# p03_time_keeper

`src/rtl/p03_clock_pkg.sv`:
```
// ----------------------------------------------------------------------------
// p03_clock_pkg
//   Shared widths, limits and the BCD time bundle for the clock time keeper
//   and the digit renderer that consumes it.
//
//   Contents:
//     *_W            digit widths for each BCD field
//     MAX_SEC/MIN/HRS decimal value at which each field wraps to 00
//     time_bcd_t     packed HH:MM:SS as six BCD digits (hours tens in MSBs)
//     bcd_tens/bcd_units helpers splitting a decimal limit into digits
// ----------------------------------------------------------------------------
package p03_clock_pkg;

    localparam int SEC_U_W     = 4;
    localparam int SEC_D_W     = 3;
    localparam int MIN_U_W     = 4;
    localparam int MIN_D_W     = 3;
    localparam int HRS_U_W     = 4;
    localparam int HRS_D_W     = 2;
    localparam int COLOR_OFF_W = 4;

    localparam int MAX_SEC = 59;
    localparam int MAX_MIN = 59;
    localparam int MAX_HRS = 23;

    typedef struct packed {
        logic [HRS_D_W-1:0] hrs_d;
        logic [HRS_U_W-1:0] hrs_u;
        logic [MIN_D_W-1:0] min_d;
        logic [MIN_U_W-1:0] min_u;
        logic [SEC_D_W-1:0] sec_d;
        logic [SEC_U_W-1:0] sec_u;
    } time_bcd_t;

    // Tens digit of a decimal limit (elaboration-time use only).
    function automatic int bcd_tens(input int value);
        return value / 10;
    endfunction

    // Units digit of a decimal limit (elaboration-time use only).
    function automatic int bcd_units(input int value);
        return value % 10;
    endfunction

endpackage

```
`src/rtl/p03_bcd_mod_counter.sv`:
```
// ----------------------------------------------------------------------------
// p03_bcd_mod_counter
//   Two-digit BCD counter that counts 00 .. MAX_TENS:MAX_UNITS and wraps to 00.
//   Used for seconds (59), minutes (59) and hours (23).
//
//   Ports:
//     px_clk  in   clock, rising edge
//     reset   in   synchronous, active-high; clears both digits
//     inc     in   advance by exactly one this cycle
//     units   out  registered units digit
//     tens    out  registered tens digit
//     at_max  out  current value equals the wrap point (from registers)
//
//   The wrap point is matched on the current value before incrementing, so
//   the digits never pass through an illegal code such as units = 10 or
//   hours = 24. The units digit always rolls 9 -> 0 with a tens increment
//   unless the whole field is at its maximum, which covers 09 -> 10,
//   19 -> 20 and 23 -> 00 with the same logic.
// ----------------------------------------------------------------------------
module p03_bcd_mod_counter #(
    parameter int UNITS_W   = 4,
    parameter int TENS_W    = 3,
    parameter int MAX_TENS  = 5,
    parameter int MAX_UNITS = 9
) (
    input  logic               px_clk,
    input  logic               reset,
    input  logic               inc,
    output logic [UNITS_W-1:0] units,
    output logic [TENS_W-1:0]  tens,
    output logic               at_max
);

    localparam logic [UNITS_W-1:0] UNITS_LAST = UNITS_W'(MAX_UNITS);
    localparam logic [TENS_W-1:0]  TENS_LAST  = TENS_W'(MAX_TENS);
    localparam logic [UNITS_W-1:0] UNITS_NINE = UNITS_W'(9);

    logic [UNITS_W-1:0] units_q, units_d;
    logic [TENS_W-1:0]  tens_q,  tens_d;
    logic               at_max_w;

    assign at_max_w = (tens_q == TENS_LAST) && (units_q == UNITS_LAST);

    always_comb begin
        units_d = units_q;
        tens_d  = tens_q;
        if (inc) begin
            if (at_max_w) begin
                units_d = '0;
                tens_d  = '0;
            end else if (units_q == UNITS_NINE) begin
                units_d = '0;
                tens_d  = tens_q + TENS_W'(1);
            end else begin
                units_d = units_q + UNITS_W'(1);
            end
        end
    end

    always_ff @(posedge px_clk) begin
        if (reset) begin
            units_q <= '0;
            tens_q  <= '0;
        end else begin
            units_q <= units_d;
            tens_q  <= tens_d;
        end
    end

    assign units  = units_q;
    assign tens   = tens_q;
    assign at_max = at_max_w;

endmodule

```
`src/rtl/p03_time_keeper.sv`:
```
// ----------------------------------------------------------------------------
// p03_time_keeper
//   24-hour BCD HH:MM:SS time keeper feeding the VGA clock digit mux.
//   A prescaler divides px_clk to a once-per-second tick; seconds, minutes
//   and hours are chained BCD counters that also accept one-cycle adjust
//   pulses. A colour offset advances each time the minutes field moves.
//
//   Ports:
//     px_clk        in   pixel clock, rising edge
//     reset         in   synchronous, active-high; clears time, offset,
//                        sec_tick and the prescaler (partial second lost)
//     run           in   1 = prescaler counts, 0 = prescaler holds
//     adj_sec       in   one-cycle pulse, advance seconds (no carry out)
//     adj_min       in   one-cycle pulse, advance minutes (no carry out)
//     adj_hrs       in   one-cycle pulse, advance hours
//     sec_u/sec_d   out  seconds digits
//     min_u/min_d   out  minutes digits
//     hrs_u/hrs_d   out  hours digits
//     color_offset  out  +1 per minutes advance, wraps 15 -> 0
//     sec_tick      out  one-cycle strobe aligned with a tick-driven update
//
//   Interface timing: there is no handshake. All outputs are registers that
//   change one cycle after the tick or pulse that caused them; sec_tick acts
//   as a valid strobe marking the cycle whose time came from the prescaler,
//   and the consumer cannot stall it (no ready / backpressure).
// ----------------------------------------------------------------------------
module p03_time_keeper
    import p03_clock_pkg::*;
#(
    parameter int TICKS_PER_SEC = 31_500_000,
    parameter int CNT_W         = $clog2(TICKS_PER_SEC)
) (
    input  logic                   px_clk,
    input  logic                   reset,
    input  logic                   run,
    input  logic                   adj_sec,
    input  logic                   adj_min,
    input  logic                   adj_hrs,
    output logic [SEC_U_W-1:0]     sec_u,
    output logic [SEC_D_W-1:0]     sec_d,
    output logic [MIN_U_W-1:0]     min_u,
    output logic [MIN_D_W-1:0]     min_d,
    output logic [HRS_U_W-1:0]     hrs_u,
    output logic [HRS_D_W-1:0]     hrs_d,
    output logic [COLOR_OFF_W-1:0] color_offset,
    output logic                   sec_tick
);

    localparam logic [CNT_W-1:0] CNT_LAST = CNT_W'(TICKS_PER_SEC - 1);

    // ------------------------------------------------------------------
    // Prescaler
    // ------------------------------------------------------------------
    logic [CNT_W-1:0] cnt_q, cnt_d;
    logic             tick;

    always_comb begin
        tick  = run && (cnt_q == CNT_LAST);
        cnt_d = cnt_q;
        if (run) begin
            cnt_d = tick ? '0 : cnt_q + CNT_W'(1);
        end
    end

    // ------------------------------------------------------------------
    // Carry chain. Carries only propagate from the tick; an adjust pulse
    // that wraps a field deliberately does not disturb the next field.
    // OR-ing tick with adj_sec makes a coincident pair a single +1.
    // ------------------------------------------------------------------
    logic sec_at_max, min_at_max, hrs_at_max;
    logic sec_inc, min_inc, hrs_inc;
    logic sec_carry, min_carry;

    assign sec_inc   = tick | adj_sec;
    assign sec_carry = tick & sec_at_max;
    assign min_inc   = sec_carry | adj_min;
    assign min_carry = sec_carry & min_at_max;
    assign hrs_inc   = min_carry | adj_hrs;

    time_bcd_t time_now;

    p03_bcd_mod_counter #(
        .UNITS_W   (SEC_U_W),
        .TENS_W    (SEC_D_W),
        .MAX_TENS  (bcd_tens(MAX_SEC)),
        .MAX_UNITS (bcd_units(MAX_SEC))
    ) u_sec (
        .px_clk (px_clk),
        .reset  (reset),
        .inc    (sec_inc),
        .units  (time_now.sec_u),
        .tens   (time_now.sec_d),
        .at_max (sec_at_max)
    );

    p03_bcd_mod_counter #(
        .UNITS_W   (MIN_U_W),
        .TENS_W    (MIN_D_W),
        .MAX_TENS  (bcd_tens(MAX_MIN)),
        .MAX_UNITS (bcd_units(MAX_MIN))
    ) u_min (
        .px_clk (px_clk),
        .reset  (reset),
        .inc    (min_inc),
        .units  (time_now.min_u),
        .tens   (time_now.min_d),
        .at_max (min_at_max)
    );

    p03_bcd_mod_counter #(
        .UNITS_W   (HRS_U_W),
        .TENS_W    (HRS_D_W),
        .MAX_TENS  (bcd_tens(MAX_HRS)),
        .MAX_UNITS (bcd_units(MAX_HRS))
    ) u_hrs (
        .px_clk (px_clk),
        .reset  (reset),
        .inc    (hrs_inc),
        .units  (time_now.hrs_u),
        .tens   (time_now.hrs_d),
        .at_max (hrs_at_max)
    );

    // ------------------------------------------------------------------
    // Colour offset and tick strobe
    // ------------------------------------------------------------------
    logic [COLOR_OFF_W-1:0] color_q, color_d;
    logic                   sec_tick_q, sec_tick_d;

    always_comb begin
        color_d    = min_inc ? color_q + COLOR_OFF_W'(1) : color_q;
        sec_tick_d = tick;
    end

    always_ff @(posedge px_clk) begin
        if (reset) begin
            cnt_q      <= '0;
            color_q    <= '0;
            sec_tick_q <= 1'b0;
        end else begin
            cnt_q      <= cnt_d;
            color_q    <= color_d;
            sec_tick_q <= sec_tick_d;
        end
    end

    // Digit legality; hours have no carry out, so their at_max is only
    // cross-checked here against the decoded digits.
    always_ff @(posedge px_clk) begin
        if (!reset) begin
            assert (time_now.sec_u <= SEC_U_W'(9) && time_now.sec_d <= SEC_D_W'(5) &&
                    time_now.min_u <= MIN_U_W'(9) && time_now.min_d <= MIN_D_W'(5) &&
                    time_now.hrs_u <= HRS_U_W'(9) && time_now.hrs_d <= HRS_D_W'(2) &&
                    (time_now.hrs_d != HRS_D_W'(2) || time_now.hrs_u <= HRS_U_W'(3)) &&
                    (hrs_at_max == (time_now.hrs_d == HRS_D_W'(2) &&
                                    time_now.hrs_u == HRS_U_W'(3))));
        end
    end

    assign sec_u        = time_now.sec_u;
    assign sec_d        = time_now.sec_d;
    assign min_u        = time_now.min_u;
    assign min_d        = time_now.min_d;
    assign hrs_u        = time_now.hrs_u;
    assign hrs_d        = time_now.hrs_d;
    assign color_offset = color_q;
    assign sec_tick     = sec_tick_q;

endmodule

```
`config.mk`:
```
export PLATFORM = sky130hd
export DESIGN_NAME = p03_time_keeper
export DESIGN_NICKNAME = d
export VERILOG_FILES = /design/src/rtl/p03_clock_pkg.sv /design/src/rtl/p03_bcd_mod_counter.sv /design/src/rtl/p03_time_keeper.sv
export SDC_FILE = /design/constraint.sdc
export NUM_CORES = 1
export LEC_CHECK = 0
export ABC_AREA = 1
export CELL_PAD_IN_SITES_DETAIL_PLACEMENT = 2
export CELL_PAD_IN_SITES_GLOBAL_PLACEMENT = 2
export CORE_ASPECT_RATIO = 0.5
export CORE_MARGIN = 3
export CORE_UTILIZATION = 28
export DETAILED_ROUTE_END_ITERATION = 7
export PLACE_DENSITY_LB_ADDON = 0.3
export SLEW_MARGIN = 10
export SYNTH_ARGS = -nofsm -noshare
export SYNTH_HDL_FRONTEND = slang
export SYNTH_SLANG_ARGS = --single-unit
```
`constraint.sdc`:
```
create_clock -name px_clk -period 1.4 [get_ports px_clk]
set_input_delay 0.28 -clock px_clk [delete_from_list [all_inputs] [get_ports px_clk]]
set_output_delay 0.28 -clock px_clk [all_outputs]
set_load 0.1 [all_outputs]
```
# mem_port_arbiter

==> config.mk <==
export PLATFORM = sky130hd
export DESIGN_NAME = mem_port_arbiter
export DESIGN_NICKNAME = d
export VERILOG_FILES = /design/src/rtl/arb_pkg.sv /design/src/rtl/arb_starve_cnt.sv /design/src/rtl/mem_port_arbiter.sv
export SDC_FILE = /design/constraint.sdc
export NUM_CORES = 1
export LEC_CHECK = 0
export ABC_CLOCK_PERIOD_IN_PS = 6350
export CORE_UTILIZATION = 41
export DETAILED_ROUTE_END_ITERATION = 6
export PLACE_DENSITY = 0.81
export SLEW_MARGIN = 20
export SYNTH_ARGS = -nofsm -noshare
export SYNTH_HDL_FRONTEND = slang
export SYNTH_SLANG_ARGS = --single-unit
==> constraint.sdc <==
create_clock -name clock -period 6.35 [get_ports clock]
set_input_delay 1.27 -clock clock [delete_from_list [all_inputs] [get_ports clock]]
set_output_delay 1.27 -clock clock [all_outputs]
set_load 0.03 [all_outputs]
==> src/rtl/arb_pkg.sv <==
// Shared definitions for the IF/MEM memory-port arbiter: FSM encoding,
// port-select encodings and the starve counter width.
package arb_pkg;

    typedef enum logic [1:0] {
        IDLE     = 2'd0,
        BUSY_IF  = 2'd1,
        BUSY_MEM = 2'd2
    } arb_state_t;

    localparam logic SEL_IF  = 1'b0;
    localparam logic SEL_MEM = 1'b1;

    // STARVE_MAX is limited to 1..15, so four bits hold every count value
    localparam int unsigned STARVE_CNT_W = 4;

endpackage

==> src/rtl/arb_starve_cnt.sv <==
// Counts consecutive MEM grants taken while IF is waiting; trip tells the
// arbiter to let IF win the next arbitration.
module arb_starve_cnt
    import arb_pkg::*;
#(
    parameter int unsigned STARVE_MAX = 4
) (
    input  logic clock,
    input  logic reset,
    input  logic mem_grant,
    input  logic if_grant,
    input  logic if_req,
    output logic trip
);

    localparam logic [STARVE_CNT_W-1:0] LIMIT = STARVE_CNT_W'(STARVE_MAX);

    logic [STARVE_CNT_W-1:0] count_reg;

    always_ff @(posedge clock or posedge reset) begin
        if (reset) begin
            count_reg <= '0;
        end else if (if_grant) begin
            count_reg <= '0;
        end else if (mem_grant && if_req && (count_reg != LIMIT)) begin
            count_reg <= count_reg + 1'b1;
        end
    end

    assign trip = (count_reg == LIMIT);

endmodule

==> src/rtl/mem_port_arbiter.sv <==
// Arbitrates instruction-fetch and data requests onto one shared memory port.
// Defining ARB_STARVE_GUARD_EN adds a guard that stops MEM starving IF.
module mem_port_arbiter
    import arb_pkg::*;
#(
    parameter int unsigned STARVE_MAX = 4
) (
    input  logic        clock,
    input  logic        reset,
    input  logic        if_req,
    input  logic [31:0] if_addr,
    output logic        if_gnt,
    output logic        if_valid,
    output logic [31:0] if_rdata,
    input  logic        mem_req,
    input  logic        mem_we,
    input  logic [31:0] mem_addr,
    input  logic [31:0] mem_wdata,
    output logic        mem_gnt,
    output logic        mem_valid,
    output logic [31:0] mem_rdata,
    output logic        port_req,
    output logic        port_we,
    output logic [31:0] port_addr,
    output logic [31:0] port_wdata,
    input  logic        port_ack,
    input  logic [31:0] port_rdata,
    output logic        port_sel
);

    arb_state_t  state_reg, state_next;
    logic        sel_reg;
    logic        we_reg;
    logic [31:0] addr_reg;
    logic [31:0] wdata_reg;
    logic [31:0] if_rdata_reg;
    logic [31:0] mem_rdata_reg;
    logic        if_valid_reg;
    logic        mem_valid_reg;
    logic        grant_if;
    logic        grant_mem;
    logic        starve_trip;

`ifdef ARB_STARVE_GUARD_EN
    arb_starve_cnt #(
        .STARVE_MAX(STARVE_MAX)
    ) u_starve_cnt (
        .clock    (clock),
        .reset    (reset),
        .mem_grant(grant_mem),
        .if_grant (grant_if),
        .if_req   (if_req),
        .trip     (starve_trip)
    );
`else
    // Strict MEM priority: STARVE_MAX is 1..15, so this is constant zero
    assign starve_trip = (STARVE_MAX == 0);
`endif

    // The valid cycle is a bubble: no requester is regranted while a valid is out
    always_comb begin
        state_next = state_reg;
        grant_if   = 1'b0;
        grant_mem  = 1'b0;
        case (state_reg)
            IDLE: begin
                if (!reset && !if_valid_reg && !mem_valid_reg) begin
                    if (mem_req && !(starve_trip && if_req)) begin
                        grant_mem  = 1'b1;
                        state_next = BUSY_MEM;
                    end else if (if_req) begin
                        grant_if   = 1'b1;
                        state_next = BUSY_IF;
                    end
                end
            end
            BUSY_IF, BUSY_MEM: begin
                if (port_ack) begin
                    state_next = IDLE;
                end
            end
            default: state_next = IDLE;
        endcase
    end

    always_ff @(posedge clock or posedge reset) begin
        if (reset) begin
            state_reg     <= IDLE;
            sel_reg       <= SEL_IF;
            we_reg        <= 1'b0;
            addr_reg      <= '0;
            wdata_reg     <= '0;
            if_valid_reg  <= 1'b0;
            mem_valid_reg <= 1'b0;
            if_rdata_reg  <= '0;
            mem_rdata_reg <= '0;
        end else begin
            state_reg     <= state_next;
            if_valid_reg  <= (state_reg == BUSY_IF) && port_ack;
            mem_valid_reg <= (state_reg == BUSY_MEM) && port_ack;
            if (grant_mem) begin
                sel_reg   <= SEL_MEM;
                we_reg    <= mem_we;
                addr_reg  <= mem_addr;
                wdata_reg <= mem_wdata;
            end else if (grant_if) begin
                sel_reg   <= SEL_IF;
                we_reg    <= 1'b0;
                addr_reg  <= if_addr;
                wdata_reg <= '0;
            end
            if ((state_reg == BUSY_IF) && port_ack) begin
                if_rdata_reg <= port_rdata;
            end
            if ((state_reg == BUSY_MEM) && port_ack) begin
                mem_rdata_reg <= port_rdata;
            end
        end
    end

    assign if_gnt     = grant_if;
    assign mem_gnt    = grant_mem;
    assign if_valid   = if_valid_reg;
    assign mem_valid  = mem_valid_reg;
    assign if_rdata   = if_rdata_reg;
    assign mem_rdata  = mem_rdata_reg;
    assign port_req   = (state_reg != IDLE);
    assign port_we    = port_req && we_reg;
    assign port_addr  = addr_reg;
    assign port_wdata = wdata_reg;
    assign port_sel   = sel_reg;

endmodule

# mult_div_unit_flat

--- config.mk ---
export PLATFORM = sky130hd
export DESIGN_NAME = mult_div_unit_flat
export DESIGN_NICKNAME = d
export VERILOG_FILES = /design/src/rtl/mult_div_unit_if.sv /design/src/rtl/mult_div_unit.sv /design/src/flat_wrapper.sv
export SDC_FILE = /design/constraint.sdc
export NUM_CORES = 1
export LEC_CHECK = 0
export ABC_CLOCK_PERIOD_IN_PS = 8700
export CORE_MARGIN = 8
export CORE_UTILIZATION = 40
export CTS_CLUSTER_SIZE = 14
export DETAILED_ROUTE_END_ITERATION = 10
export GPL_ROUTABILITY_DRIVEN = 1
export HOLD_SLACK_MARGIN = 0.12
export PLACE_DENSITY = 0.68
export RECOVER_POWER = 100
export SLEW_MARGIN = 0
export SYNTH_ARGS = -nofsm -noshare
export SYNTH_HDL_FRONTEND = slang
export SYNTH_SLANG_ARGS = --single-unit
--- constraint.sdc ---
create_clock -name clk -period 8.7 [get_ports clk]
set_input_delay 1.74 -clock clk [delete_from_list [all_inputs] [get_ports clk]]
set_output_delay 1.74 -clock clk [all_outputs]
set_load 0.01 [all_outputs]
--- src/rtl/mult_div_unit_if.sv ---
// Handshake and data bundle between the MIPS control/datapath and the multiply/divide unit.
// The master drives requests and MTHI/MTLO writes; the slave returns status and the HI/LO registers.
interface mult_div_unit_if #(parameter int WIDTH = 32);
  logic             start;
  logic [1:0]       op;
  logic [WIDTH-1:0] a;
  logic [WIDTH-1:0] b;
  logic             hi_we;
  logic             lo_we;
  logic [WIDTH-1:0] wdata;
  logic             busy;
  logic             done;
  logic [WIDTH-1:0] hi;
  logic [WIDTH-1:0] lo;
  logic             div_by_zero;

  modport master (
    output start, op, a, b, hi_we, lo_we, wdata,
    input  busy, done, hi, lo, div_by_zero
  );

  modport slave (
    input  start, op, a, b, hi_we, lo_we, wdata,
    output busy, done, hi, lo, div_by_zero
  );
endinterface

--- src/rtl/mult_div_unit.sv ---
// Iterative radix-2 multiply/divide unit owning the architectural HI/LO registers.
// Works on operand magnitudes for WIDTH cycles, then applies sign correction in a final cycle.
module mult_div_unit #(
  parameter int WIDTH = 32
) (
  input logic          clk,
  input logic          rst_n,
  mult_div_unit_if.slave bus
);

  localparam int CW = $clog2(WIDTH);

  typedef enum logic [1:0] {IDLE, RUN, FIN} state_t;

  state_t             state;
  logic [CW-1:0]      cnt;
  logic [WIDTH-1:0]   acc_hi;
  logic [WIDTH-1:0]   acc_lo;
  logic [WIDTH-1:0]   opnd;
  logic               is_div;
  logic               neg_lo;
  logic               neg_hi;
  logic               zero_div;
  logic               busy_q;
  logic               done_q;
  logic               dbz_q;
  logic [WIDTH-1:0]   hi_q;
  logic [WIDTH-1:0]   lo_q;

  logic [WIDTH-1:0]   abs_a;
  logic [WIDTH-1:0]   abs_b;
  logic [WIDTH:0]     mul_sum;
  logic [WIDTH:0]     div_shift;
  logic [WIDTH:0]     div_diff;
  logic [2*WIDTH-1:0] prod_fix;
  logic [WIDTH-1:0]   quo_fix;
  logic [WIDTH-1:0]   rem_fix;

  // Magnitudes for signed ops, one iteration step of each algorithm, and the final sign fix-up.
  always_comb begin
    abs_a     = (bus.op[0] && bus.a[WIDTH-1]) ? -bus.a : bus.a;
    abs_b     = (bus.op[0] && bus.b[WIDTH-1]) ? -bus.b : bus.b;
    mul_sum   = {1'b0, acc_hi} + (acc_lo[0] ? {1'b0, opnd} : '0);
    div_shift = {acc_hi, acc_lo[WIDTH-1]};
    div_diff  = div_shift - {1'b0, opnd};
    prod_fix  = neg_lo ? -{acc_hi, acc_lo} : {acc_hi, acc_lo};
    quo_fix   = zero_div ? '1 : (neg_lo ? -acc_lo : acc_lo);
    rem_fix   = neg_hi ? -acc_hi : acc_hi;
  end

  // Divide keeps the dividend in acc_lo and the divisor in opnd; multiply keeps the multiplier
  // in acc_lo and the multiplicand in opnd, so both shift through the same register pair.
  always_ff @(posedge clk or negedge rst_n) begin
    if (!rst_n) begin
      state    <= IDLE;
      cnt      <= '0;
      acc_hi   <= '0;
      acc_lo   <= '0;
      opnd     <= '0;
      is_div   <= 1'b0;
      neg_lo   <= 1'b0;
      neg_hi   <= 1'b0;
      zero_div <= 1'b0;
      busy_q   <= 1'b0;
      done_q   <= 1'b0;
      dbz_q    <= 1'b0;
      hi_q     <= '0;
      lo_q     <= '0;
    end else begin
      done_q <= 1'b0;
      case (state)
        IDLE: begin
          if (bus.hi_we) hi_q <= bus.wdata;
          if (bus.lo_we) lo_q <= bus.wdata;
          if (bus.start) begin
            state    <= RUN;
            busy_q   <= 1'b1;
            cnt      <= '0;
            dbz_q    <= 1'b0;
            is_div   <= bus.op[1];
            neg_lo   <= bus.op[0] & (bus.a[WIDTH-1] ^ bus.b[WIDTH-1]);
            neg_hi   <= bus.op[0] & bus.op[1] & bus.a[WIDTH-1];
            zero_div <= bus.op[1] & (bus.b == '0);
            acc_hi   <= '0;
            acc_lo   <= bus.op[1] ? abs_a : abs_b;
            opnd     <= bus.op[1] ? abs_b : abs_a;
          end
        end
        RUN: begin
          if (is_div) begin
            if (!div_diff[WIDTH]) begin
              acc_hi <= div_diff[WIDTH-1:0];
              acc_lo <= {acc_lo[WIDTH-2:0], 1'b1};
            end else begin
              acc_hi <= div_shift[WIDTH-1:0];
              acc_lo <= {acc_lo[WIDTH-2:0], 1'b0};
            end
          end else begin
            acc_hi <= mul_sum[WIDTH:1];
            acc_lo <= {mul_sum[0], acc_lo[WIDTH-1:1]};
          end
          cnt <= cnt + 1'b1;
          if (cnt == CW'(WIDTH - 1)) state <= FIN;
        end
        FIN: begin
          if (is_div) begin
            hi_q <= rem_fix;
            lo_q <= quo_fix;
          end else begin
            {hi_q, lo_q} <= prod_fix;
          end
          dbz_q  <= zero_div;
          done_q <= 1'b1;
          busy_q <= 1'b0;
          state  <= IDLE;
        end
        default: state <= IDLE;
      endcase
    end
  end

  assign bus.busy        = busy_q;
  assign bus.done        = done_q;
  assign bus.hi          = hi_q;
  assign bus.lo          = lo_q;
  assign bus.div_by_zero = dbz_q;

endmodule

--- src/flat_wrapper.sv ---
// flat-port wrapper written by rule: the top's interface ports become plain ports
module mult_div_unit_flat 
#(
  parameter int WIDTH = 32
)
  (clk, rst_n, bus_start, bus_op, bus_a, bus_b, bus_hi_we, bus_lo_we, bus_wdata, bus_busy, bus_done, bus_hi, bus_lo, bus_div_by_zero);
  mult_div_unit_if #(.WIDTH(WIDTH)) bus_i ();
  input logic clk;
  input logic rst_n;
  input wire logic [$bits(bus_i.start)-1:0] bus_start;
  input wire logic [$bits(bus_i.op)-1:0] bus_op;
  input wire logic [$bits(bus_i.a)-1:0] bus_a;
  input wire logic [$bits(bus_i.b)-1:0] bus_b;
  input wire logic [$bits(bus_i.hi_we)-1:0] bus_hi_we;
  input wire logic [$bits(bus_i.lo_we)-1:0] bus_lo_we;
  input wire logic [$bits(bus_i.wdata)-1:0] bus_wdata;
  output wire logic [$bits(bus_i.busy)-1:0] bus_busy;
  output wire logic [$bits(bus_i.done)-1:0] bus_done;
  output wire logic [$bits(bus_i.hi)-1:0] bus_hi;
  output wire logic [$bits(bus_i.lo)-1:0] bus_lo;
  output wire logic [$bits(bus_i.div_by_zero)-1:0] bus_div_by_zero;
  assign bus_i.start = bus_start;
  assign bus_i.op = bus_op;
  assign bus_i.a = bus_a;
  assign bus_i.b = bus_b;
  assign bus_i.hi_we = bus_hi_we;
  assign bus_i.lo_we = bus_lo_we;
  assign bus_i.wdata = bus_wdata;
  assign bus_busy = bus_i.busy;
  assign bus_done = bus_i.done;
  assign bus_hi = bus_i.hi;
  assign bus_lo = bus_i.lo;
  assign bus_div_by_zero = bus_i.div_by_zero;
  mult_div_unit #(.WIDTH(WIDTH)) u_core (.clk(clk), .rst_n(rst_n), .bus(bus_i));
endmodule
# fsm_run_ctrl

$ cat src/rtl/fsm_run_ctrl.sv
// Run-length controller: counts a latched number of cycles, then pulses done.
// Supports abort and optional auto-repeat while the run request stays high.
module fsm_run_ctrl #(
    parameter int CNT_W     = 8,
    parameter int REPEAT_EN = 1
) (
    input  logic             clk,
    input  logic             rst_n,
    input  logic             in_run,
    input  logic             in_abort,
    input  logic             in_mode,
    input  logic [CNT_W-1:0] in_len,
    output logic             out_busy,
    output logic             out_done,
    output logic             out_abort,
    output logic [CNT_W-1:0] out_cnt
);

    localparam logic [1:0] IDLE  = 2'd0;
    localparam logic [1:0] RUN   = 2'd1;
    localparam logic [1:0] DONE  = 2'd2;
    localparam logic [1:0] ABORT = 2'd3;

    localparam logic [CNT_W-1:0] CNT_ONE = {{(CNT_W-1){1'b0}}, 1'b1};

    logic [1:0]       state;
    logic [CNT_W-1:0] cnt;
    logic [CNT_W-1:0] len_q;
    logic [CNT_W-1:0] last_cnt;
    logic             repeat_req;

    assign last_cnt   = len_q - CNT_ONE;
    assign repeat_req = (REPEAT_EN != 0) && in_mode && in_run;

    always_ff @(posedge clk or negedge rst_n) begin
        if (!rst_n) begin
            state <= IDLE;
            cnt   <= '0;
            len_q <= '0;
        end else begin
            case (state)
                IDLE: begin
                    if (in_run) begin
                        len_q <= in_len;
                        cnt   <= '0;
                        state <= (in_len == '0) ? DONE : RUN;
                    end
                end
                RUN: begin
                    // Abort wins over the terminal count; cnt freezes either way.
                    if (in_abort) begin
                        state <= ABORT;
                    end else if (cnt == last_cnt) begin
                        state <= DONE;
                    end else begin
                        cnt <= cnt + CNT_ONE;
                    end
                end
                DONE: begin
                    // A zero-length repeat completes immediately, like a zero-length start.
                    if (repeat_req) begin
                        len_q <= in_len;
                        cnt   <= '0;
                        state <= (in_len == '0) ? DONE : RUN;
                    end else begin
                        state <= IDLE;
                    end
                end
                ABORT: begin
                    state <= IDLE;
                end
                default: begin
                    state <= IDLE;
                end
            endcase
        end
    end

    assign out_busy  = (state == RUN);
    assign out_done  = (state == DONE);
    assign out_abort = (state == ABORT);
    assign out_cnt   = cnt;

endmodule

$ cat config.mk
export PLATFORM = sky130hd
export DESIGN_NAME = fsm_run_ctrl
export DESIGN_NICKNAME = d
export VERILOG_FILES = /design/src/rtl/fsm_run_ctrl.sv
export SDC_FILE = /design/constraint.sdc
export NUM_CORES = 1
export LEC_CHECK = 0
export CAP_MARGIN = 20
export CELL_PAD_IN_SITES_DETAIL_PLACEMENT = 2
export CELL_PAD_IN_SITES_GLOBAL_PLACEMENT = 2
export CORE_ASPECT_RATIO = 1.1
export CORE_MARGIN = 2
export CORE_UTILIZATION = 31
export DETAILED_ROUTE_END_ITERATION = 7
export PLACE_DENSITY_LB_ADDON = 0.08
export REMOVE_ABC_BUFFERS = 1
export SLEW_MARGIN = 20
export SYNTH_ARGS = -nofsm -noshare
export SYNTH_HDL_FRONTEND = slang
export SYNTH_SLANG_ARGS = --single-unit
$ cat constraint.sdc
create_clock -name clk -period 2.4 [get_ports clk]
set_input_delay 0.48 -clock clk [delete_from_list [all_inputs] [get_ports clk]]
set_output_delay 0.48 -clock clk [all_outputs]
set_load 0.02 [all_outputs]
Fig. 1: p03_time_keeper, wiring heat map
The die is cut into 29 by 15 equal tiles; white is low, dark blue is high, scaled to the fullest tile. Values are wire area over tile area, all layers added.
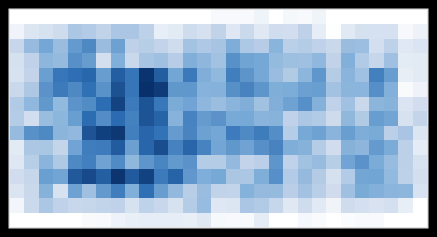
nearly empty tiles: 8.0%
mean over tiles: 0.28
tiles over half the peak: 31%
fullest tile: 0.75
wire per inst: 29.1 microns
final wirelength: 19.2 mm
DR vias: 3606

==> results_slide.txt, p03_time_keeper <==
Flow Results at a Glance

Status
  • Run status: complete, but fails checks
  • Failing checks: negative setup slack

Pwr
  • Sw power: 1.13 mW
  • Peak supply drop: 1.14 mV
  • Logic pwr share: 18.8%
  • Clock share of power: 39.2%

Final timing
  • Final worst slack: -0.542 ns
  • Fin Setup TNS: -20.37 ns
  • Min Hold Slack: 0.560 ns
  • Final Setup Violations: 48
  • Clk_skew: 0.0262 ns

Yosys
  • XOR Share, Synth: 1.61%
  • And+or+nand+nor area frac: 35.6%
  • Top area cell types: dfxtp_1 (37%), nor2_1 (9.8%), nand2_1 (9.7%), a21oi_1 (7.7%), inv_1 (7.5%)
  • # Cells Yosys: 401
  • Post-Syn Nets: 417
  • EDFF count, synth: 0
  • Adder Share, Synth: 4.60%

Placed design
  • Dpl cells: 627

Detailed routing
  • DR iter-0 viols: about 230
  • DRC: 0

Clocking
  • CTS Hold Bufs: 0
  • Num CTS Buffers: 5

Flow run
  • OpenROAD warning count: 33

Floorplan
  • Die Y-Extent: 75.7 microns

Layout
  • Top reg by flops: cnt_q

Worst setup path
  • Crit path buf inv count: 3
==> p03_time_keeper: power by group through the flow <==
stage / clock (mW) / combinational [mW] / sequential, mW
6_report: 1.38 / 0.663 / 1.48
5_1_grt: 1.43 / 0.682 / 1.48
4_1_cts: 1.33 / 0.575 / 1.47
3_5_place_dp: 0 / 0.505 / 1.50
3_3_place_gp: 0 / 0.478 / 1.50
2_1_floorplan: 0 / 0.134 / 1.65
==> p03_time_keeper: per-layer routing <==
metal  share of wire [%]  global-route usage, %  up-vias
li1                    -                      -     1537
met1                  39                   34.4     1830
met2                  50                   61.7      166
met3                 6.2                   6.12       73
met4                 5.0                   9.78        0
met5                   0                      0        -
==> p03_time_keeper: final timing paths <==
check	cells after the start	slack, ns	end	from
worst max-delay path	11	-0.54	cnt_q[12]	cnt_q[0]
worst min-delay path	2	0.56	u_hrs.units[0]	u_hrs.units[0]
worst max register to register	11	-0.54	cnt_q[12]	cnt_q[0]
worst min register to register	2	0.56	u_hrs.units[0]	u_hrs.units[0]
==> p03_time_keeper: final cells by class <==
type	instances	area (sq um)
flip-flops and latches	50	1080
clock inverters	2	12.5
fillers	949	4050
clock buffers	6	139
inverters	58	233
well taps	130	163
repair buffers	127	1340
multi-input cells	287	2050
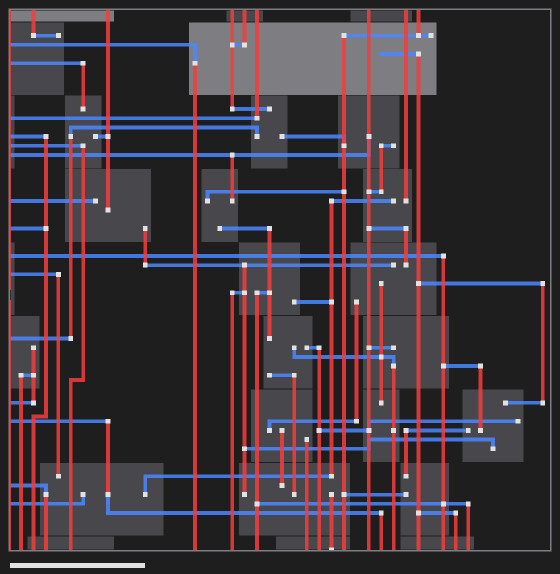
Fig. 2. Layout detail (fsm_run_ctrl).
Scale bar: 5 microns. Window x 38 to 58, y 43 to 63 microns. Cells in gray, sequential cells in the stronger gray; small squares are vias.
legend:
  red:
    layer: metal 2
  blue:
    layer: metal 1
sequential cells in the window: 1
netlist names of flops here include: `len_q` (1)
most frequent: nand2_1 (4), a21oi_1 (2)
cells with their middle in the window: 18

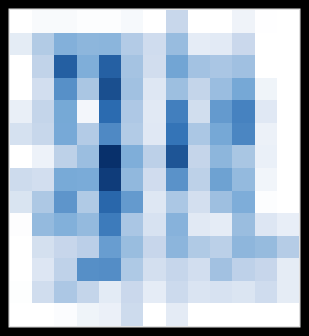
Fig. 3. Wiring heat map (fsm_run_ctrl).
The die is cut into 13 by 14 equal tiles; white is low, dark blue is high, scaled to the fullest tile. Values are wire area over tile area, all layers added.
nearly empty tiles: 19%
mean over tiles: 0.13
fullest tile: 0.46
emptiest ninth of the die: north-east
tiles over half the peak: 15%
Total GRT Usage: 18.9%
DR vias: 1107

==> results_slide.txt, fsm_run_ctrl <==
Flow Results at a Glance

Flow run
  • Max cap viols: 0

GRT
  • GR peak layer: met2
  • Largest net degree at the start of global routing: 19
  • Number of global-route vias before repair: 1260
  • Met3 GRT Util: 2.58%

Clocking
  • Worst-path clk slew: 0.08 ns
  • Late-Pin Clk Latency: ~0.26 ns
  • CTS Hold Bufs: 0
  • H-tree depth: 1
  • Clock sinks: 18

Placed design
  • Placed Area: 1540 sq um
  • IO buf count: 23

Worst setup path
  • CP arrival: approximately 2.4 ns
  • CP max stage delay: 0.45 ns
  • Crit path DRT: between 2 and 3 ns
  • Kind of critical path: register to register
  • Top delay family on crit path: AND-OR/OR-AND gates

Yosys
  • # Cells Yosys: 140
  • Most frequent cell after synthesis: nand2_1
  • Post-synthesis cell area: 1250 sq um
  • Ys flops: 18
  • Seq share, synth: ~36%

Detailed routing
  • Routed Antenna Nets: 0
  • Met3 wire length: 103 microns
  • Initial DRT Pass Iterations: 4
  • Final wirelength: 3.75 mm
  • DR iter-0 viols: 18
  • DRC: 0

Status
  • Run status: complete, no violations

Pwr
  • Tot Pwr: 1.82 mW

Final timing
  • Rel. slew slack: between 70 and 80%
  • RSZ-0062 raised after global routing: no
  • Final slew viol count: 0
  • Clk_skew: roughly 0.0046 ns

Layout
  • Most frequent logic cells in the routed design: nand2_1 (28), clkdlybuf4s50_1 (23), dfrtp_1 (18)

Floorplan
  • Fp_density: 31.9%
  • FP Rows: 24
[fsm_run_ctrl: logic make-up after synthesis]
kind of cell | synth area share (%)
compound gates | 17.7
xor+xnor | 7.73
mux | 1.61
fa+ha+maj | 2.01
flops | 36.1
simple gates | 27.7
buf+inv | 7.13
[fsm_run_ctrl: cell type report]
class / count / area, sq um
Fill cell: 447 / 2300
Tap cell: 52 / 65.1
Multi-Input combinational cell: 106 / 714
Clock buffer: 4 / 55.1
Sequential cell: 18 / 450
Inverter: 8 / 30.0
Timing Repair Buffer: 29 / 288
[fsm_run_ctrl: sequential cells by signal, summed over array words and instances, names as in the netlist]
register  count
out_cnt       8
len_q         8
state         2
[fsm_run_ctrl: worst paths after layout]
kind / endpoint / from / slack [ns]
worst max-delay path: out_cnt[0] / len_q[0] / 0.20
worst min-delay path: len_q[7] / len_q[7] / 0.50
worst max register to register: out_cnt[0] / len_q[0] / 0.20
worst min register to register: len_q[7] / len_q[7] / 0.50
max in group asynchronous: out_cnt[7] / rst_n / 1.63
min in group asynchronous: len_q[3] / rst_n / 0.56
[fsm_run_ctrl: power breakdown]
part           switching (mW)  internal, mW
clock                   0.116         0.146
combinational           0.531         0.430
sequential              0.191         0.401
total                   0.838         0.977
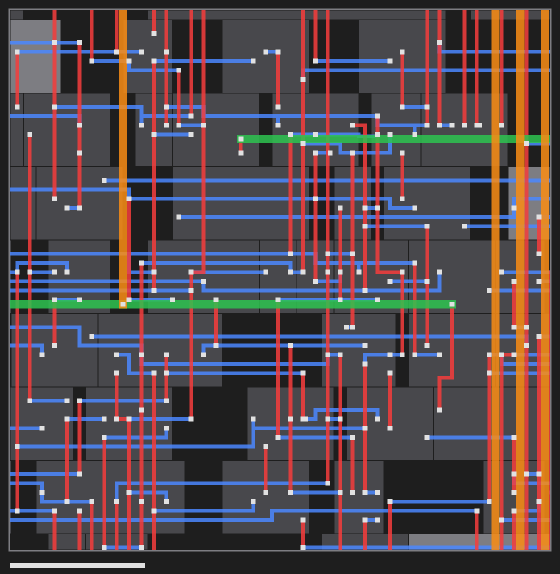
Fig. 4. Layout detail (mult_div_unit_flat).
Scale bar: 5 microns. Window x 149 to 169, y 149 to 169 microns. Cells in gray, sequential cells in the stronger gray; small squares are vias.
legend:
  red:
    layer: metal 2
  blue:
    layer: metal 1
  orange:
    layer: metal 4
  green:
    layer: metal 3
most frequent: xnor2_1 (10), nand2_1 (4), o21ai_0 (4)
cells with their middle in the window: 33
sequential cells in the window: 0

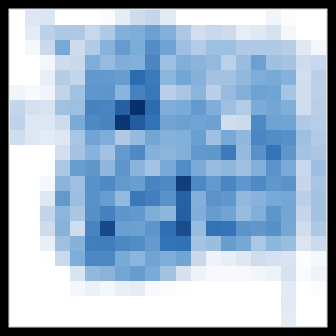
Fig. 5. Wiring heat map (mult_div_unit_flat).
The die is cut into 21 by 21 equal tiles; white is low, dark blue is high, scaled to the fullest tile. Values are wire area over tile area, all layers added.
fullest tile: 0.65
densest ninth of the die: center
nearly empty tiles: 22%
mean over tiles: 0.21

==> results_slide.txt, mult_div_unit_flat <==
Flow Results at a Glance

Final timing
  • Final period util: a little over 70%
  • Post-layout min period: 6.14 ns
  • Final Setup Violations: 0
  • RSZ-0062 raised after global routing: no
  • Fin. Hold Viols: 0
  • Clk_skew: 0.0217 ns
  • Final slew viol count: about 300

Layout
  • Flop count: roughly 170
  • Sequential cell area share: 24.4%
  • Multi-input comb cells: 1587
  • Finished Core Util: a little under half

Detailed routing
  • Final wirelength: 56.1 mm
  • DR iter-0 viols: 1619
  • Met1 Wirelength: 25.4 mm
  • Max layer used: met4

Floorplan
  • Core area: 37700 sq um

Yosys
  • Seq share, synth: 28.5%
  • Max-area cell share: 28.5%
  • Most common reg cell: dfrtp_1
  • Most frequent cell after synthesis: nand2_1

Worst setup path
  • Crit path DRT: around 9.0 ns
  • Critical Path End: u_core.acc_hi[31]

GRT
  • Total GRT Usage: 24.2%
  • Largest net degree at the start of global routing: between 100 and 150
  • GR peak layer: met2
  • Number of global-route vias before repair: 14400
  • Antenna violations before repair: 0

Status
  • Run status: complete, but fails checks
  • Failing checks: max-capacitance violations, max-slew violations

Clocking
  • Num CTS Buffers: 17
  • Late-Pin Clk Latency: 0.46 ns

Flow run
  • Max cap viols: 5

Placed design
  • Placed Area: 17300 sq um
  • Gp weighted congestion: 0.983

Pwr
  • Pleak: 7.24 nW

Hold path
  • Hold endpoint: u_core.bus.lo[4]
-- mult_div_unit_flat: flip-flops by register name, indices dropped and copies added, names as in the netlist --
name and flops:
u_core.acc_hi 32, u_core.acc_lo 32, u_core.bus.lo 32, u_core.is_div 1
u_core.bus.div_by_zero 1, u_core.bus.hi 32, u_core.bus.done 1, u_core.neg_lo 1
u_core.state 2, u_core.opnd 32, u_core.bus.busy 1, u_core.cnt 5
u_core.neg_hi 1, u_core.zero_div 1
-- mult_div_unit_flat: layout by cell type (no fill, tap or decap), drive strengths merged, types with 68 or more instances in the layout --
cell type,instances
xnor2,112
inv,71
o21ai,211
nand2,204
a21oi,177
clkdlybuf4s50,99
dfrtp,174
nor2,167
ha,70
dlygate4sd3,68
-- mult_div_unit_flat: power by group --
group	total (mW)	switching, mW	internal, mW
logic	5.31	3.11	2.20
clock network	0.815	0.394	0.421
registers	1.82	0.601	1.22
total	7.94	4.11	3.84
-- mult_div_unit_flat: stage by stage --
stage                     std cells  setup slack, ns
after global routing           2555             2.30
after global placement         2523             4.04
final                          2555             2.56
after CTS                      2555             4.40
after floorplan                1950             4.72
after detailed placement       2523             3.93
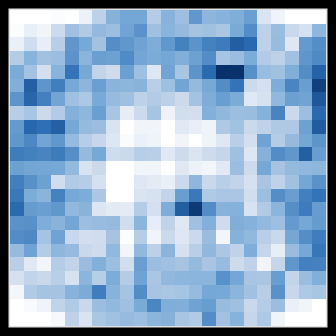
Fig. 6. Wiring heat map (mem_port_arbiter).
The die is cut into 23 by 23 equal tiles; white is low, dark blue is high, scaled to the fullest tile. Values are wire area over tile area, all layers added.
nearly empty tiles: 5.5%
tiles over half the peak: 28%
emptiest ninth of the die: center
Total GRT Usage: 21.9%
DR vias: 3945
wire per inst: 17.9 microns
final wirelength: 14.4 mm

==> results_slide.txt, mem_port_arbiter <==
Flow Results at a Glance

Status
  • Run status: complete, no violations

Layout
  • Number of fill cells in the layout: 931
  • N_diodes: 0
  • Register area: 3350 sq um
  • Finished Cell Area: 8860 sq um

Pwr
  • Clock share of power: 18.2%
  • Logic pwr share: 51.7%
  • P per Cell Area: 565 nW/um^2
  • Tot Pwr: between 5 and 6 mW

Flow run
  • OpenROAD warning count: 28
  • Max cap viols: 0

Placed design
  • IO buf count: 268
  • Dpl cells: 770

Final timing
  • Tightest Pin Transition: 0.700 ns
  • Rel. slew slack: 53.3%
  • Min Hold Slack: 0.482 ns
  • Final period util: around three quarters
  • Fin. Hold Viols: 0
  • Final slew viol count: 0
  • Final worst slack: 1.56 ns
  • RSZ-0062 raised after global routing: no
  • Fmax: 0.209 GHz

Clocking
  • Worst-path clk slew: 0.05 ns
  • H-tree depth: 4
  • Clk buf depth: 2
  • CTS Hold Bufs: 0

Floorplan
  • Die width: 117 microns
  • Die ar.: about 14000 sq um
  • Die Y-Extent: 117 microns
  • Ports: between 200 and 300

Detailed routing
  • DR iter-0 viols: 197
  • DRC: 0

Worst setup path
  • Critical path fanouts, max: 36
  • Kind of critical path: input port to output port
  • Reg2reg start: state_reg[0]
  • CP max stage delay: 0.75 ns
  • Crit path buf inv count: 4

Hold path
  • Min-delay worst type: register to register

Yosys
  • Async set-reset flop share out of synthesis: 100%
  • XOR Share, Synth: 0%
  • Syn_area_per_cell: 15.9 sq um
  • And+or+nand+nor area frac: approximately 1.6%
mem_port_arbiter: routing by layer:
layer  global-route usage, %  vias to the layer above  wire [microns]
met5                       0                        -               0
met4                    9.05                        0             313
met3                    7.85                       25            1130
met2                    38.7                      168            7500
met1                    23.8                     1961            5410
li1                        -                     1791               -
mem_port_arbiter: cells in the final DEF, fill, tap and decap left out, types with 2 or more instances in the layout:
cell,Yosys,routed
a22o_1,33,33
buf_4,3,7
clkbuf_16,0,17
clkbuf_8,0,2
clkdlybuf4s50_1,0,268
clkinv_2,0,4
clkinv_4,0,2
clkinvlp_4,0,5
dfrtp_1,134,134
ha_1,3,3
inv_1,6,5
mux2_2,111,111
mux2_4,17,17
nand2_1,3,3
nor2b_1,3,3
mem_port_arbiter: area by class of cell:
cell class | instances | share of cell area (%)
multi-input cells | 183 | 22.2
repair buffers | 275 | 30.9
well taps | 172 | 2.43
inverters | 6 | 0.311
flip-flops and latches | 134 | 37.9
clock buffers | 20 | 5.16
clock inverters | 12 | 1.19
mem_port_arbiter: cells by family (layout without fill, tap and decap cells):
kind of cell	after synthesis	after routing
flops	134	134
mux	128	128
compound gates	39	39
buf+inv	26	313
simple gates	13	13
fa+ha+maj	3	3


==> layout pictures side by side <==
Metal layers overlaid.
picture 1
Scale bar: 20 microns. Two of the layers only.
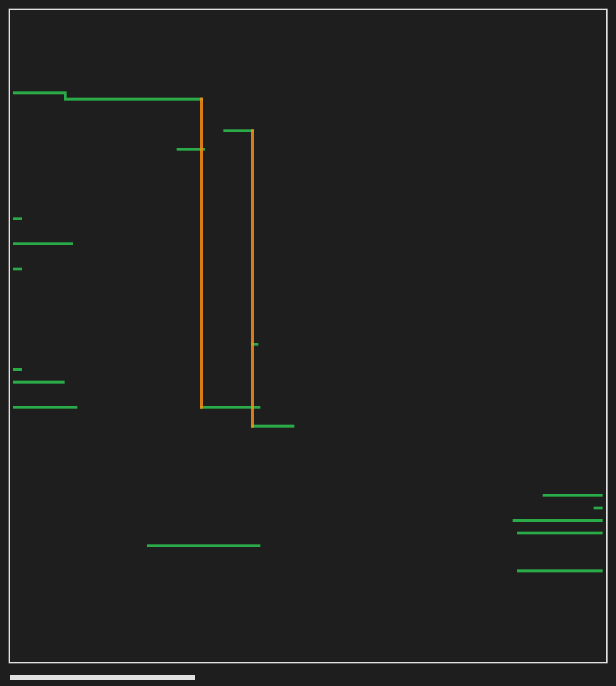
picture 2
Scale bar: 50 microns. Two of the layers only.
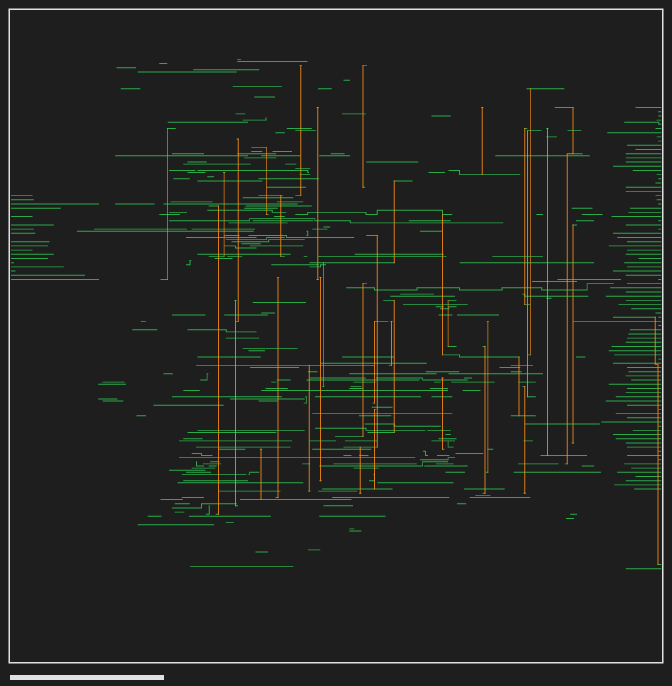
picture 3
Scale bar: 20 microns. Two of the layers only.
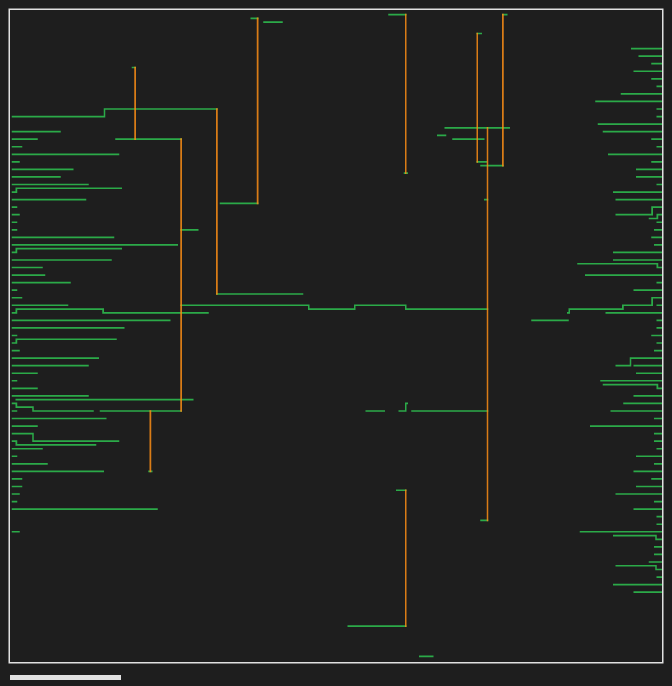
picture 4
Scale bar: 50 microns. Two of the layers only.
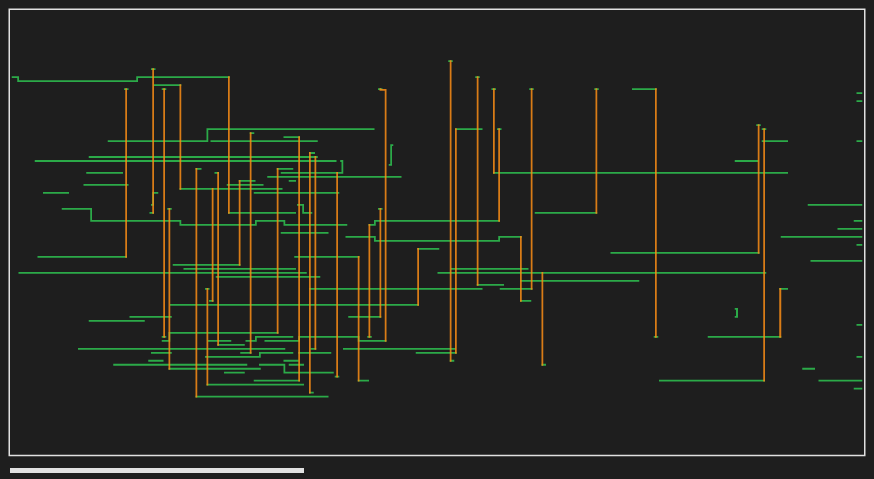
Picture 1 is fsm_run_ctrl.
Picture 4 is p03_time_keeper.
Picture 3 is mem_port_arbiter.
Picture 2 is mult_div_unit_flat.
Of these, smallest die: picture 1
Of these, most wire: picture 2

Power figures rest on the tool's default switching activity, not on a simulated workload.
